######## block 1 ########
**Block 1: close-up of the layout**

Window x 37 to 87, y 62 to 112 microns. Cells in gray, sequential cells in the stronger gray; small squares are vias.
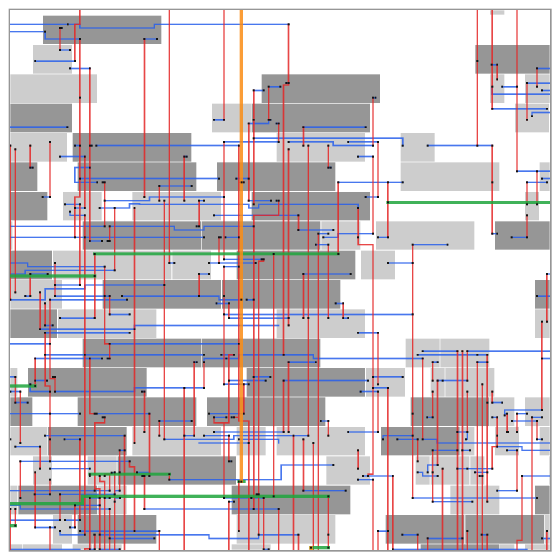
**Block 1: cell outlines without signal wires**

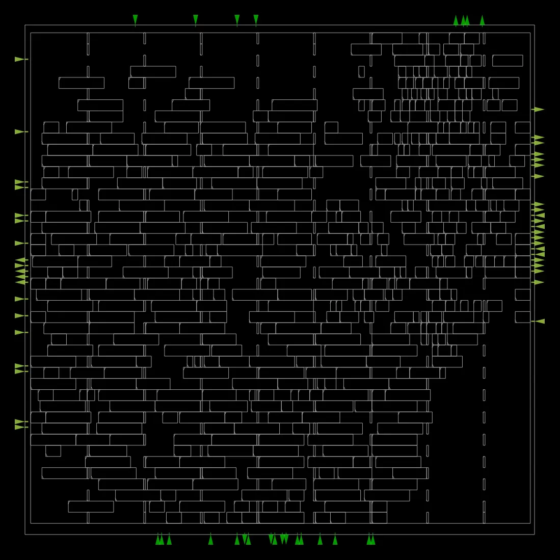
<file path="config.mk">
export PLATFORM = sky130hd
export DESIGN_NAME = frame_reader
export DESIGN_NICKNAME = d
export VERILOG_FILES = /design/src/rtl/frame_reader.sv
export SDC_FILE = /design/constraint.sdc
export NUM_CORES = 1
export LEC_CHECK = 0
export CORE_UTILIZATION = 45
export CTS_BUF_LIST = sky130_fd_sc_hd__clkbuf_16
export CTS_CLUSTER_DIAMETER = 200
export DETAILED_ROUTE_END_ITERATION = 6
export PLACE_DENSITY_LB_ADDON = 0.3
export SLEW_MARGIN = 25
export SYNTH_ARGS = -nofsm -noshare
export SYNTH_HDL_FRONTEND = slang
export SYNTH_SLANG_ARGS = --single-unit
</file>
<file path="constraint.sdc">
create_clock -name clk -period 3.9 [get_ports clk]
set_input_delay 0.585 -clock clk [delete_from_list [all_inputs] [get_ports clk]]
set_output_delay 0.585 -clock clk [all_outputs]
set_load 0.01 [all_outputs]
</file>
<file path="src/rtl/frame_reader.sv">
// rtl/frame_reader.sv - prefetching frame-buffer reader feeding a pixel stream
//
// Fetches RAM words ahead of the display into a small FIFO and slices each
// word into PPW pixels, least-significant pixel first.
//
// Ports:
//   clk          clock, rising edge
//   rst          synchronous active-high reset
//   frame_start  one-cycle pulse, restart at frame word 0
//   pixel_req    display consumes one pixel this cycle
//   visible      display is in the active area
//   ram_addr     RAM word address (AW bits)
//   ram_rd       read strobe, one word per asserted cycle
//   ram_data     read data, valid RD_LATENCY cycles after ram_rd
//   pixel        registered pixel (PIX_BITS bits)
//   pixel_valid  one cycle per serviced pixel_req
//   underflow    sticky, pixel requested while the FIFO was empty
module frame_reader #(
  parameter int RAM_WIDTH   = 32,
  parameter int PIX_BITS    = 8,
  parameter int FRAME_WORDS = 172800,
  parameter int RD_LATENCY  = 1,
  parameter int FIFO_DEPTH  = 4,
  localparam int AW = (FRAME_WORDS > 1) ? $clog2(FRAME_WORDS) : 1
) (
  input  logic                 clk,
  input  logic                 rst,
  input  logic                 frame_start,
  input  logic                 pixel_req,
  input  logic                 visible,
  output logic [AW-1:0]        ram_addr,
  output logic                 ram_rd,
  input  logic [RAM_WIDTH-1:0] ram_data,
  output logic [PIX_BITS-1:0]  pixel,
  output logic                 pixel_valid,
  output logic                 underflow
);

  localparam int PPW = RAM_WIDTH / PIX_BITS;
  localparam int KW  = (PPW > 1) ? $clog2(PPW) : 1;
  localparam int PW  = $clog2(FIFO_DEPTH);
  localparam int CW  = PW + 1;
  localparam int LW  = $clog2(RD_LATENCY + 1);
  localparam int SW  = ((CW > LW) ? CW : LW) + 1;

  typedef enum logic [1:0] {IDLE, FILL, STREAM} state_t;

  state_t                state_q, state_d;
  logic [AW-1:0]         addr_q, addr_d;
  logic [RD_LATENCY-1:0] vld_q, vld_d;
  logic [PW-1:0]         wr_ptr_q, wr_ptr_d;
  logic [PW-1:0]         rd_ptr_q, rd_ptr_d;
  logic [CW-1:0]         count_q, count_d;
  logic [KW-1:0]         k_q, k_d;
  logic [PIX_BITS-1:0]   pixel_q, pixel_d;
  logic                  pixel_valid_q, pixel_valid_d;
  logic                  underflow_q, underflow_d;

  logic [RAM_WIDTH-1:0]  fifo_mem [FIFO_DEPTH];
  logic [RAM_WIDTH-1:0]  head_word;
  logic [LW-1:0]         inflight;
  logic [SW-1:0]         occ_total;
  logic                  rd_issue;
  logic                  fifo_wr;
  logic                  fifo_pop;

  // Reads still travelling through the RAM pipeline count against FIFO
  // space so that every issued read is guaranteed a slot when it lands.
  always_comb begin
    inflight = '0;
    for (int i = 0; i < RD_LATENCY; i++) begin
      inflight = inflight + LW'(vld_q[i]);
    end
  end

  assign occ_total = SW'(count_q) + SW'(inflight);
  // A read issued in a frame_start cycle would be discarded anyway, so it is
  // suppressed to keep the restart address at word 0.
  assign rd_issue  = !rst && !frame_start && (state_q != IDLE) &&
                     (occ_total < SW'(FIFO_DEPTH));
  // Data landing in a frame_start or reset cycle belongs to the old frame.
  assign fifo_wr   = vld_q[RD_LATENCY-1] && !frame_start && !rst;
  assign head_word = fifo_mem[rd_ptr_q];

  assign ram_rd      = rd_issue;
  assign ram_addr    = addr_q;
  assign pixel       = pixel_q;
  assign pixel_valid = pixel_valid_q;
  assign underflow   = underflow_q;

  always_comb begin
    state_d       = state_q;
    addr_d        = addr_q;
    vld_d         = '0;
    wr_ptr_d      = wr_ptr_q;
    rd_ptr_d      = rd_ptr_q;
    count_d       = count_q;
    k_d           = k_q;
    pixel_d       = pixel_q;
    pixel_valid_d = 1'b0;
    underflow_d   = underflow_q;
    fifo_pop      = 1'b0;

    // Pixel service; frame_start, IDLE and blanking all emit a zero pixel.
    if (pixel_req) begin
      pixel_valid_d = 1'b1;
      pixel_d       = '0;
      if (!frame_start && (state_q != IDLE) && visible) begin
        if (count_q == '0) begin
          underflow_d = 1'b1;
        end else begin
          pixel_d = head_word[int'(k_q)*PIX_BITS +: PIX_BITS];
          if (k_q == KW'(PPW - 1)) begin
            k_d      = '0;
            fifo_pop = 1'b1;
          end else begin
            k_d = k_q + KW'(1);
          end
        end
      end
    end

    // In-flight tracker: bit 0 is the read issued this cycle, the top bit
    // marks the cycle its data is on ram_data.
    vld_d[0] = rd_issue;
    for (int i = 1; i < RD_LATENCY; i++) begin
      vld_d[i] = vld_q[i-1];
    end

    if (rd_issue) begin
      addr_d = (addr_q == AW'(FRAME_WORDS - 1)) ? '0 : addr_q + AW'(1);
    end

    if (fifo_wr) begin
      wr_ptr_d = wr_ptr_q + PW'(1);
    end
    if (fifo_pop) begin
      rd_ptr_d = rd_ptr_q + PW'(1);
    end
    case ({fifo_wr, fifo_pop})
      2'b10:   count_d = count_q + CW'(1);
      2'b01:   count_d = count_q - CW'(1);
      default: count_d = count_q;
    endcase

    if ((state_q == FILL) && (count_d == CW'(FIFO_DEPTH))) begin
      state_d = STREAM;
    end

    // Restart overrides everything above except the zero pixel answer.
    if (frame_start) begin
      state_d     = FILL;
      addr_d      = '0;
      vld_d       = '0;
      wr_ptr_d    = '0;
      rd_ptr_d    = '0;
      count_d     = '0;
      k_d         = '0;
      underflow_d = 1'b0;
    end
  end

  always_ff @(posedge clk) begin
    if (rst) begin
      state_q       <= IDLE;
      addr_q        <= '0;
      vld_q         <= '0;
      wr_ptr_q      <= '0;
      rd_ptr_q      <= '0;
      count_q       <= '0;
      k_q           <= '0;
      pixel_q       <= '0;
      pixel_valid_q <= 1'b0;
      underflow_q   <= 1'b0;
    end else begin
      state_q       <= state_d;
      addr_q        <= addr_d;
      vld_q         <= vld_d;
      wr_ptr_q      <= wr_ptr_d;
      rd_ptr_q      <= rd_ptr_d;
      count_q       <= count_d;
      k_q           <= k_d;
      pixel_q       <= pixel_d;
      pixel_valid_q <= pixel_valid_d;
      underflow_q   <= underflow_d;
    end
  end

  always_ff @(posedge clk) begin
    if (fifo_wr) begin
      fifo_mem[wr_ptr_q] <= ram_data;
    end
  end

endmodule
</file>
==> qor.txt <==
CP Capture Type - output pin
Tool warnings - 29
Non-clk bufs - 76
Combinational share of cell area - 23.8%
Design area - 8230 sq um
Top routing layer used - met4
Synth top area cells - edfxtp_1, dfxtp_1, mux4_2, nor2_1, mux2i_1
Main flop type - edfxtp_1
Met1 usage - 21.4%
Clock Skews - 9.94 ps
Final Max Slew Viols - 0
Synth-to-layout area growth - 22.3%
Post-synthesis compound-gate area fraction - 3.20%
Mapped Area - 6730 sq um
Arr. time, crit path - 2390 ps
Seq area share - 56.9%
Switching fraction of total power - 20.1%
Run status - finished, final reports clean
Data buffer area share - 9.21%
Layout cells sized above 1 - 17.5%
Final Hold Vio Count - 0
Top-area cell share - 57.1%
Avg Cell Area, Syn - 16.4 sq um
N_diodes - 0
## Picture notes: 'close-up of the layout' of block 1
Orange stands for metal 4. Green stands for metal 3. Red stands for metal 2. Blue stands for metal 1.
75 logic cells have their middle in the window. Most frequent: edfxtp_1 (21), dfxtp_1 (9), mux4_2 (7). Sequential cells in the window: 30. Netlist names of flops here include `fifo_mem` (21), `pixel` (3), `ram_addr` (2).

## Picture notes: 'cell outlines without signal wires' of block 1
non-filler instance count after layout: 688
flip-flops: 170
utilization after layout: 56.4%

[flip-flops by register name (all words and copies together) (netlist names), named ones only]
register / count
fifo_mem: 128
ram_addr: 18
pixel: 8
count_q: 3
k_q: 2
rd_ptr_q: 2
state_q: 2
wr_ptr_q: 2
pixel_valid: 1
underflow: 1
vld_q: 1
[layout by cell type (no fill, tap or decap), types with 6 or more instances in the layout]
| cell type | Yosys | final |
|---|---|---|
| edfxtp_1 | 128 | 128 |
| clkdlybuf4s50_1 | 0 | 65 |
| nor2_1 | 41 | 41 |
| dfxtp_1 | 42 | 41 |
| mux4_2 | 32 | 32 |
| clkbuf_16 | 0 | 17 |
| nand2_1 | 15 | 15 |
| mux2i_1 | 13 | 13 |
| o21ai_0 | 12 | 12 |
| a21oi_1 | 11 | 11 |
| xor2_1 | 11 | 11 |
| nand4_1 | 11 | 11 |
| buf_4 | 0 | 9 |
| inv_1 | 7 | 8 |
| mux2_2 | 8 | 8 |
| ha_1 | 7 | 7 |
| a22oi_1 | 6 | 6 |
[per-stage QoR]
stage,worst slack (ps),hold slack [ps],instances
after floorplan,988,475,410
after global placement,686,455,656
after detailed placement,593,490,656
after CTS,917,507,688
after global routing,772,538,688
final,923,500,688

######## block 2 ########
**Block 2: wiring heat map**

(3 px per micron) The die is cut into 26 by 26 equal tiles; dark purple is low, yellow is high, scaled to the fullest tile. Values are wire area over tile area, all layers added.
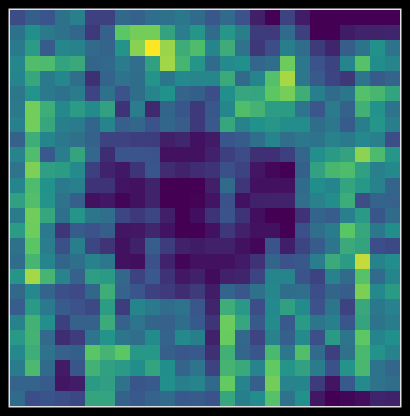
### src/rtl/id_ex_reg.sv
// -----------------------------------------------------------------------------
// id_ex_reg
//
// ID/EX pipeline register for the 5-stage MIPS32 pipe, with built-in load-use
// hazard detection.
//
// Every decoded field coming out of ID is captured on the rising clock edge and
// presented to EX as ID_EX_<field>. A bubble (all fields zero, Valid = 0) is
// inserted when a branch/jump flushes the pipe or when the instruction in ID
// needs the result of a load that is currently in EX. An external Hold freezes
// the whole register, including the stall counter.
//
// Ports
//   clk, reset                 rising-edge clock, asynchronous active-high reset
//   Hold                       freeze everything (highest priority)
//   Flush                      insert a bubble on the next edge
//   IF_ID_Rs / IF_ID_Rt        source register indices of the instruction in ID
//   IF_ID_UsesRt               ID instruction actually reads rt
//   ID_WriteReg                destination register chosen in ID
//   ID_RegWrite .. ID_ALUOp    decoded control
//   ID_Data1 .. ID_PC4         operands, immediate and PC+4
//   ID_EX_*                    registered copies of the fields above
//   ID_EX_Valid                1 = real instruction, 0 = bubble
//   Load_Use_Stall             to PC / IF_ID: hold fetch and decode this cycle
//   Stall_Count                saturating count of load-use bubbles
// -----------------------------------------------------------------------------
module id_ex_reg #(
    parameter int DATA_W  = 32,
    parameter int ALUOP_W = 4,
    parameter int CNT_W   = 16
) (
    input  logic               clk,
    input  logic               reset,

    input  logic               Hold,
    input  logic               Flush,

    input  logic [4:0]         IF_ID_Rs,
    input  logic [4:0]         IF_ID_Rt,
    input  logic               IF_ID_UsesRt,
    input  logic [4:0]         ID_WriteReg,
    input  logic               ID_RegWrite,
    input  logic               ID_MemRead,
    input  logic               ID_MemWrite,
    input  logic               ID_MemtoReg,
    input  logic               ID_ALUSrc,
    input  logic [ALUOP_W-1:0] ID_ALUOp,
    input  logic [DATA_W-1:0]  ID_Data1,
    input  logic [DATA_W-1:0]  ID_Data2,
    input  logic [DATA_W-1:0]  ID_Imm,
    input  logic [DATA_W-1:0]  ID_PC4,

    output logic [4:0]         ID_EX_Rs,
    output logic [4:0]         ID_EX_Rt,
    output logic [4:0]         ID_EX_WriteReg,
    output logic               ID_EX_RegWrite,
    output logic               ID_EX_MemRead,
    output logic               ID_EX_MemWrite,
    output logic               ID_EX_MemtoReg,
    output logic               ID_EX_ALUSrc,
    output logic [ALUOP_W-1:0] ID_EX_ALUOp,
    output logic [DATA_W-1:0]  ID_EX_Data1,
    output logic [DATA_W-1:0]  ID_EX_Data2,
    output logic [DATA_W-1:0]  ID_EX_Imm,
    output logic [DATA_W-1:0]  ID_EX_PC4,
    output logic               ID_EX_Valid,

    output logic               Load_Use_Stall,
    output logic [CNT_W-1:0]   Stall_Count
);

    logic rs_hit;
    logic rt_hit;
    logic insert_bubble;
    logic count_stall;

    // A load in EX whose destination is read by the instruction in ID cannot be
    // forwarded in time. $zero is never a real dependency, and rt only matters
    // when the ID instruction actually reads it.
    assign rs_hit = (ID_EX_WriteReg == IF_ID_Rs);
    assign rt_hit = IF_ID_UsesRt & (ID_EX_WriteReg == IF_ID_Rt);

    assign Load_Use_Stall = ID_EX_Valid & ID_EX_MemRead &
                            (ID_EX_WriteReg != 5'd0) & (rs_hit | rt_hit);

    assign insert_bubble = Flush | Load_Use_Stall;

    // A flush already kills the dependent instruction, so a coincident
    // load-use is not a stall of its own and must not be counted.
    assign count_stall = Load_Use_Stall & ~Flush;

    // NOTE: non-blocking assignments here so every field is updated from the
    // values present before the edge; Load_Use_Stall reads these registers.
    always_ff @(posedge clk or posedge reset) begin
        if (reset) begin
            ID_EX_Rs       <= '0;
            ID_EX_Rt       <= '0;
            ID_EX_WriteReg <= '0;
            ID_EX_RegWrite <= 1'b0;
            ID_EX_MemRead  <= 1'b0;
            ID_EX_MemWrite <= 1'b0;
            ID_EX_MemtoReg <= 1'b0;
            ID_EX_ALUSrc   <= 1'b0;
            ID_EX_ALUOp    <= '0;
            ID_EX_Data1    <= '0;
            ID_EX_Data2    <= '0;
            ID_EX_Imm      <= '0;
            ID_EX_PC4      <= '0;
            ID_EX_Valid    <= 1'b0;
        end else if (!Hold) begin
            if (insert_bubble) begin
                // Zeroed indices keep the forwarding unit quiet and
                // RegWrite = 0 keeps the later stages from committing.
                ID_EX_Rs       <= '0;
                ID_EX_Rt       <= '0;
                ID_EX_WriteReg <= '0;
                ID_EX_RegWrite <= 1'b0;
                ID_EX_MemRead  <= 1'b0;
                ID_EX_MemWrite <= 1'b0;
                ID_EX_MemtoReg <= 1'b0;
                ID_EX_ALUSrc   <= 1'b0;
                ID_EX_ALUOp    <= '0;
                ID_EX_Data1    <= '0;
                ID_EX_Data2    <= '0;
                ID_EX_Imm      <= '0;
                ID_EX_PC4      <= '0;
                ID_EX_Valid    <= 1'b0;
            end else begin
                ID_EX_Rs       <= IF_ID_Rs;
                ID_EX_Rt       <= IF_ID_Rt;
                ID_EX_WriteReg <= ID_WriteReg;
                ID_EX_RegWrite <= ID_RegWrite;
                ID_EX_MemRead  <= ID_MemRead;
                ID_EX_MemWrite <= ID_MemWrite;
                ID_EX_MemtoReg <= ID_MemtoReg;
                ID_EX_ALUSrc   <= ID_ALUSrc;
                ID_EX_ALUOp    <= ID_ALUOp;
                ID_EX_Data1    <= ID_Data1;
                ID_EX_Data2    <= ID_Data2;
                ID_EX_Imm      <= ID_Imm;
                ID_EX_PC4      <= ID_PC4;
                ID_EX_Valid    <= 1'b1;
            end
        end
    end

    // Saturating perf counter: sticks at all-ones rather than wrapping so a
    // long run never reports a misleadingly small number.
    always_ff @(posedge clk or posedge reset) begin
        if (reset) begin
            Stall_Count <= '0;
        end else if (!Hold && count_stall && (Stall_Count != {CNT_W{1'b1}})) begin
            Stall_Count <= Stall_Count + CNT_W'(1);
        end
    end

endmodule
### config.mk
export PLATFORM = sky130hd
export DESIGN_NAME = id_ex_reg
export DESIGN_NICKNAME = d
export VERILOG_FILES = /design/src/rtl/id_ex_reg.sv
export SDC_FILE = /design/constraint.sdc
export NUM_CORES = 1
export LEC_CHECK = 0
export CORE_AREA = 2 2 128 130
export DETAILED_ROUTE_END_ITERATION = 8
export DIE_AREA = 0 0 130 132
export GPL_TIMING_DRIVEN = 0
export PLACE_DENSITY = 0.82
export SETUP_SLACK_MARGIN = 0.4
export SYNTH_ARGS = -nofsm -noshare
export SYNTH_HDL_FRONTEND = slang
export SYNTH_SLANG_ARGS = --single-unit
### constraint.sdc
create_clock -name clk -period 19.4 [get_ports clk]
set_clock_uncertainty 0.2 [all_clocks]
set_input_delay 4.85 -clock clk [delete_from_list [all_inputs] [get_ports clk]]
set_output_delay 4.85 -clock clk [all_outputs]
set_load 0.005 [all_outputs]
==> qor.txt <==
Post-synth EDFFs - 0
Number of gates resized after CTS - 0
XORs/XNORs by Area - 3.47%
H-tree depth - 4
RSZ-0062 raised after global routing - no
Chip Height - 132 microns
Synth-to-layout area growth - 65.4%
Worst hold start - Stall_Count[9]$_DFFE_PP0P_
Distinct cells, synth - 29
Vias in the first global route - 5,746
Clock Power Share - 37.6%
Cells after synthesis - 435
Yosys stat area - 6320 sq um
Run status - finished, final reports clean
Num CTS Buffers - 17
Final Max Slew Viols - 0
Cells on worst reg2reg path - 6
Max Fclk - 80.5 MHz
N_diodes - 0
Ports - 327
Notes on 'wiring heat map' of block 2 above:
The fullest tile reaches 0.56. 23% of the tiles are over half the peak. 4.0% of the tiles are nearly empty. The emptiest ninth of the die: center.

## metrics by stage
stage | power [mW] | cells | utilization, % | hold slack (ps)
floorplan | 0.442 | 435 | - | 281
global placement | 0.537 | 977 | 62.7 | 283
detailed placement | 0.543 | 978 | 62.9 | 288
CTS | 0.865 | 1010 | 66.5 | 301
global route | 0.892 | 1010 | 66.5 | 323
finish | 0.859 | 1010 | 66.5 | 297
## critical path, cell delays in order
cell and delay (ps):
clkdlybuf4s50_1 550, xnor2_1 170, nand3_1 110, o22ai_1 570, clkbuf_1 400, and2_1 190
clkdlybuf4s50_1 520
## routing by layer
layer / track usage [%] / part of all wire (%) / wire length (microns) / vias to the layer above
met5: 0 / 0 / 0 / -
met4: 10.1 / 3.1 / 641 / 0
met3: 8.40 / 9.0 / 1860 / 47
met2: 40.9 / 50 / 10500 / 270
met1: 27.7 / 37 / 7780 / 2678
li1: - / - / - / 2352
## cells by family after synthesis
| kind of cell | after synthesis |
|---|---|
| compound gates | 157 |
| xor+xnor | 25 |
| fa+ha+maj | 1 |
| buf+inv | 37 |
| flops | 169 |
| mux | 1 |
| simple gates | 45 |

######## block 3 ########
**Block 3: sizing map**

(6 px per micron)
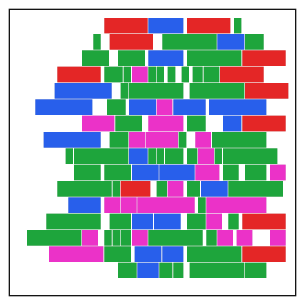
**Block 3: wiring heat map**

(8 px per micron) The die is cut into 9 by 9 equal tiles; dark purple is low, yellow is high, scaled to the fullest tile. Values are wire area over tile area, all layers added.
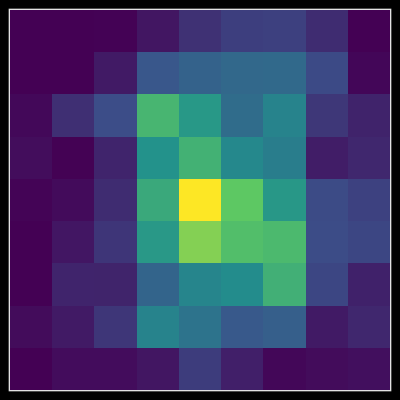
==> config.mk <==
export PLATFORM = sky130hd
export DESIGN_NAME = rst_seq_ctrl_flat
export DESIGN_NICKNAME = d
export VERILOG_FILES = /design/src/rtl/rst_seq_ctrl_if.sv /design/src/rtl/rst_seq_ctrl.sv /design/src/flat_wrapper.sv
export SDC_FILE = /design/constraint.sdc
export NUM_CORES = 1
export LEC_CHECK = 0
export CAP_MARGIN = 20
export CORE_UTILIZATION = 47
export DETAILED_ROUTE_END_ITERATION = 8
export PLACE_DENSITY = 0.79
export SLEW_MARGIN = 20
export SYNTH_ARGS = -nofsm -noshare
export SYNTH_HDL_FRONTEND = slang
export SYNTH_SLANG_ARGS = --single-unit
==> constraint.sdc <==
create_clock -name clk_i -period 1.75 [get_ports clk_i]
set_clock_uncertainty 0.2 [all_clocks]
set_input_delay 0.35 -clock clk_i [delete_from_list [all_inputs] [get_ports clk_i]]
set_output_delay 0.35 -clock clk_i [all_outputs]
set_load 0.1 [all_outputs]
==> src/rtl/rst_seq_ctrl_if.sv <==
// Handshake and reset-fanout bundle of the reset sequencer.
// The sequencer connects through the slave modport; the requesting side uses master.
interface rst_seq_ctrl_if #(
  parameter int NumDomains = 4
);
  localparam int StageWidth = $clog2(NumDomains + 1);

  logic                  sw_rst_req_i;
  logic                  sw_rst_ack_o;
  logic [NumDomains-1:0] domain_rst_no;
  logic [StageWidth-1:0] stage_o;
  logic                  busy_o;
  logic                  done_o;

  modport master (
    output sw_rst_req_i,
    input  sw_rst_ack_o, domain_rst_no, stage_o, busy_o, done_o
  );

  modport slave (
    input  sw_rst_req_i,
    output sw_rst_ack_o, domain_rst_no, stage_o, busy_o, done_o
  );
endinterface

==> src/rtl/rst_seq_ctrl.sv <==
// Reset sequencer: holds NumDomains resets low, then releases them in order 0..N-1.
// Define RST_SEQ_REVERSE_ASSERT_EN to assert domains N-1..0 one by one on a software re-reset.
module rst_seq_ctrl #(
  parameter int NumDomains   = 4,
  parameter int AssertHold   = 8,
  parameter int ReleaseDelay = 16
) (
  input logic           clk_i,
  input logic           rst_ni,
  rst_seq_ctrl_if.slave bus
);
  localparam int CntMax     = (AssertHold > ReleaseDelay) ? AssertHold : ReleaseDelay;
  localparam int CntWidth   = $clog2(CntMax + 1);
  localparam int StageWidth = $clog2(NumDomains + 1);

  localparam logic [CntWidth-1:0]   HoldLast  = CntWidth'(AssertHold - 1);
  localparam logic [CntWidth-1:0]   RelLast   = CntWidth'(ReleaseDelay - 1);
  localparam logic [CntWidth-1:0]   CntSat    = CntWidth'(CntMax);
  localparam logic [StageWidth-1:0] LastStage = StageWidth'(NumDomains - 1);

  typedef enum logic [2:0] {
    ST_ASSERT  = 3'd0,
    ST_HOLD    = 3'd1,
    ST_RELEASE = 3'd2,
    ST_RUN     = 3'd3
`ifdef RST_SEQ_REVERSE_ASSERT_EN
    , ST_ASSERT_SEQ = 3'd4
`endif
  } state_e;

  state_e                state_q, state_d;
  logic [CntWidth-1:0]   cnt_q, cnt_d, cnt_inc;
  logic [NumDomains-1:0] dom_q, dom_d;
  logic [StageWidth-1:0] stage_q, stage_d;
  logic                  ack_q, ack_d;
  logic                  busy_q, busy_d;
  logic                  done_q, done_d;

  // Saturate rather than wrap so a long HOLD or RUN never re-arms a terminal count.
  assign cnt_inc = (cnt_q == CntSat) ? cnt_q : cnt_q + CntWidth'(1);

  always_comb begin
    // NOTE: every signal assigned here gets a default first, so no path can infer a latch.
    state_d = state_q;
    cnt_d   = cnt_inc;
    dom_d   = dom_q;
    stage_d = stage_q;
    ack_d   = ack_q;

    unique case (state_q)
      ST_ASSERT: begin
        if (cnt_q == HoldLast) begin
          cnt_d = '0;
          if (bus.sw_rst_req_i) begin
            state_d = ST_HOLD;
            ack_d   = 1'b1;
          end else begin
            state_d = ST_RELEASE;
          end
        end
      end

      ST_HOLD: begin
        if (!bus.sw_rst_req_i) begin
          state_d = ST_RELEASE;
          ack_d   = 1'b0;
          cnt_d   = '0;
        end
      end

      ST_RELEASE: begin
        if (cnt_q == RelLast) begin
          cnt_d = '0;
          for (int i = 0; i < NumDomains; i++) begin
            if (StageWidth'(i) == stage_q) dom_d[i] = 1'b1;
          end
          stage_d = stage_q + StageWidth'(1);
          if (stage_q == LastStage) state_d = ST_RUN;
        end
      end

      ST_RUN: begin
        if (bus.sw_rst_req_i) begin
          cnt_d = '0;
`ifdef RST_SEQ_REVERSE_ASSERT_EN
          dom_d[NumDomains-1] = 1'b0;
          stage_d = LastStage;
          state_d = (NumDomains == 1) ? ST_ASSERT : ST_ASSERT_SEQ;
`else
          dom_d   = '0;
          stage_d = '0;
          state_d = ST_ASSERT;
`endif
        end
      end

`ifdef RST_SEQ_REVERSE_ASSERT_EN
      ST_ASSERT_SEQ: begin
        // stage_q equals the count of domains still running, so domain stage_q-1 goes next.
        if (cnt_q == RelLast) begin
          cnt_d = '0;
          for (int i = 0; i < NumDomains; i++) begin
            if (StageWidth'(i + 1) == stage_q) dom_d[i] = 1'b0;
          end
          stage_d = stage_q - StageWidth'(1);
          if (stage_q == StageWidth'(1)) state_d = ST_ASSERT;
        end
      end
`endif

      default: begin
        state_d = ST_ASSERT;
        cnt_d   = '0;
        dom_d   = '0;
        stage_d = '0;
        ack_d   = 1'b0;
      end
    endcase

    busy_d = (state_d != ST_RUN);
    done_d = (state_d == ST_RUN);
  end

  always_ff @(posedge clk_i or negedge rst_ni) begin
    // NOTE: state registers use non-blocking assignments so every flop samples pre-edge values.
    if (!rst_ni) begin
      state_q <= ST_ASSERT;
      cnt_q   <= '0;
      dom_q   <= '0;
      stage_q <= '0;
      ack_q   <= 1'b0;
      busy_q  <= 1'b1;
      done_q  <= 1'b0;
    end else begin
      state_q <= state_d;
      cnt_q   <= cnt_d;
      dom_q   <= dom_d;
      stage_q <= stage_d;
      ack_q   <= ack_d;
      busy_q  <= busy_d;
      done_q  <= done_d;
    end
  end

  assign bus.domain_rst_no = dom_q;
  assign bus.stage_o       = stage_q;
  assign bus.sw_rst_ack_o  = ack_q;
  assign bus.busy_o        = busy_q;
  assign bus.done_o        = done_q;

`ifndef SYNTHESIS
  if (NumDomains < 1 || AssertHold < 1 || ReleaseDelay < 1) begin : g_bad_params
    $fatal(1, "rst_seq_ctrl: NumDomains, AssertHold and ReleaseDelay must all be >= 1");
  end

  a_req_held_in_hold: assert property (@(posedge clk_i) disable iff (!rst_ni)
    (state_q == ST_HOLD && !ack_q) |-> bus.sw_rst_req_i)
    else $error("rst_seq_ctrl: sw_rst_req_i fell in HOLD before acknowledge");
`endif
endmodule
==> src/flat_wrapper.sv <==
// flat-port wrapper written by rule: the top's interface ports become plain ports
module rst_seq_ctrl_flat 
#(
  parameter int NumDomains   = 4,
  parameter int AssertHold   = 8,
  parameter int ReleaseDelay = 16
)
  (clk_i, rst_ni, bus_sw_rst_req_i, bus_sw_rst_ack_o, bus_domain_rst_no, bus_stage_o, bus_busy_o, bus_done_o);
  rst_seq_ctrl_if #(.NumDomains(NumDomains)) bus_i ();
  input logic clk_i;
  input logic rst_ni;
  input wire logic [$bits(bus_i.sw_rst_req_i)-1:0] bus_sw_rst_req_i;
  output wire logic [$bits(bus_i.sw_rst_ack_o)-1:0] bus_sw_rst_ack_o;
  output wire logic [$bits(bus_i.domain_rst_no)-1:0] bus_domain_rst_no;
  output wire logic [$bits(bus_i.stage_o)-1:0] bus_stage_o;
  output wire logic [$bits(bus_i.busy_o)-1:0] bus_busy_o;
  output wire logic [$bits(bus_i.done_o)-1:0] bus_done_o;
  assign bus_i.sw_rst_req_i = bus_sw_rst_req_i;
  assign bus_sw_rst_ack_o = bus_i.sw_rst_ack_o;
  assign bus_domain_rst_no = bus_i.domain_rst_no;
  assign bus_stage_o = bus_i.stage_o;
  assign bus_busy_o = bus_i.busy_o;
  assign bus_done_o = bus_i.done_o;
  rst_seq_ctrl #(.NumDomains(NumDomains), .AssertHold(AssertHold), .ReleaseDelay(ReleaseDelay)) u_core (.clk_i(clk_i), .rst_ni(rst_ni), .bus(bus_i));
endmodule
==> qor.txt <==
R2R Setup Slk - -80 ps
Run status - complete, but fails checks
Setup CP Type - flop to flop
Top cells by count - dfrtp_1, inv_1, ha_1
Post-synth seq share - 46.5%
Comb area - 586 sq um
Number of multi-input logic gates - 57
Fin worst setup slack - -81.0 ps
Top-area cell share - 43.8%
Mapped Area - 972 sq um
Failing checks - setup timing
Ports - 13
Fp_density - 49.6%
Max Fclk - 546 MHz
Final setup viols - 9
1st-iter DRT viols - 26
Internal Power - 0.589 mW
Core area - 1960 sq um
Notes on 'sizing map' of block 3 above:
Magenta stands for _3 and _4 cells, cells 22. Blue stands for _2 cells, cells 20. Green stands for _0 and _1 cells, cells 59. Red stands for _6 and larger, cells 11.

Notes on 'wiring heat map' of block 3 above:
The emptiest ninth of the die: upper left. 16% of the tiles are nearly empty. The mean over all tiles is 0.18. The densest ninth of the die: center. 16% of the tiles are over half the peak. The fullest tile reaches 0.75.
gr usage total: 25.3%
via count: 803
wire per inst: 17.4 microns
Routed WL: 2.42 mm

==> per-layer routing <==
layer	vias up	routed length [microns]	GRT usage, %
met5	-	0	0
met4	0	110	16.6
met3	18	135	6.79
met2	42	1160	39.2
met1	385	1010	31.0
li1	358	-	-
==> critical path, stage by stage (launching register included) <==
cell     delay (ps)
dfrtp_1         400
ha_2            200
and3_4          160
ha_4            170
mux2_4          320
a21oi_4         160
a22o_1          160
==> metrics by stage <==
| step | hold slack [ps] | total power, mW | cell area [sq um] | util [%] |
|---|---|---|---|---|
| 3_5_place_dp | 358 | 0.509 | 1290 | 65.9 |
| 4_1_cts | 187 | 0.762 | 1400 | 71.2 |
| 3_3_place_gp | 352 | 0.504 | 1290 | 65.9 |
| 6_report | 172 | 0.766 | 1460 | 74.2 |
| 5_1_grt | 197 | 0.803 | 1460 | 74.2 |
| 2_1_floorplan | -146 | 0.469 | 981 | - |
==> logic make-up after synthesis <==
group / after synthesis / synth area share, %
XOR/XNOR: 4 / 3.60
adder cells (fa/ha/maj): 8 / 10.3
multiplexers: 3 / 3.73
flip-flops: 18 / 46.5
other: 1 / 0.386
buffers and inverters: 12 / 5.15
AND/OR/NAND/NOR: 25 / 17.1
AND-OR/OR-AND: 16 / 13.3


==> layout pictures side by side <==
Power grid.
image #1
(4 px per micron) Pins as bars on the die edge.
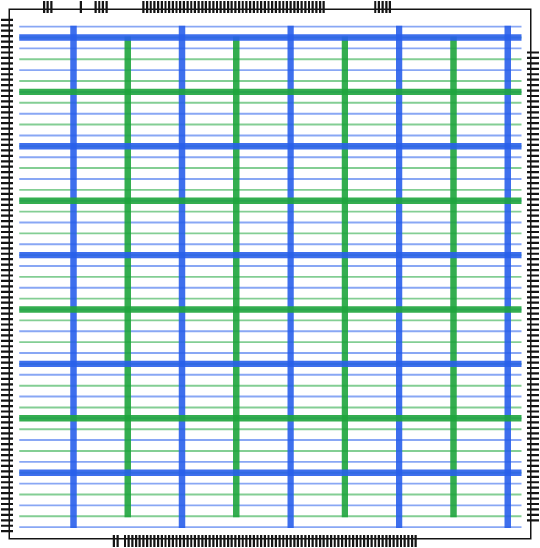
image #2
(4 px per micron) Pins as bars on the die edge.
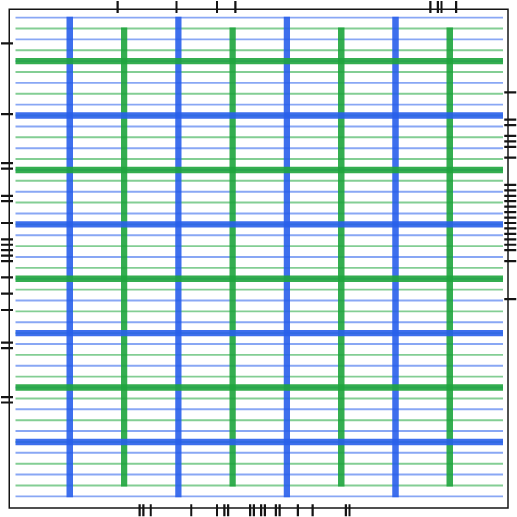
image #3
(10 px per micron) Pins as bars on the die edge.
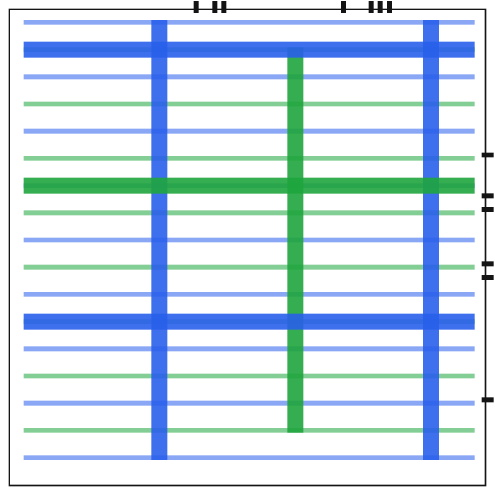
Image #3 comes from block 3.
Image #1 comes from block 2.
Image #2 comes from block 1.
Of these, smallest die: image #3
Of these, most pins: image #1

No activity file was given, so power comes from the tool's default toggle rates.
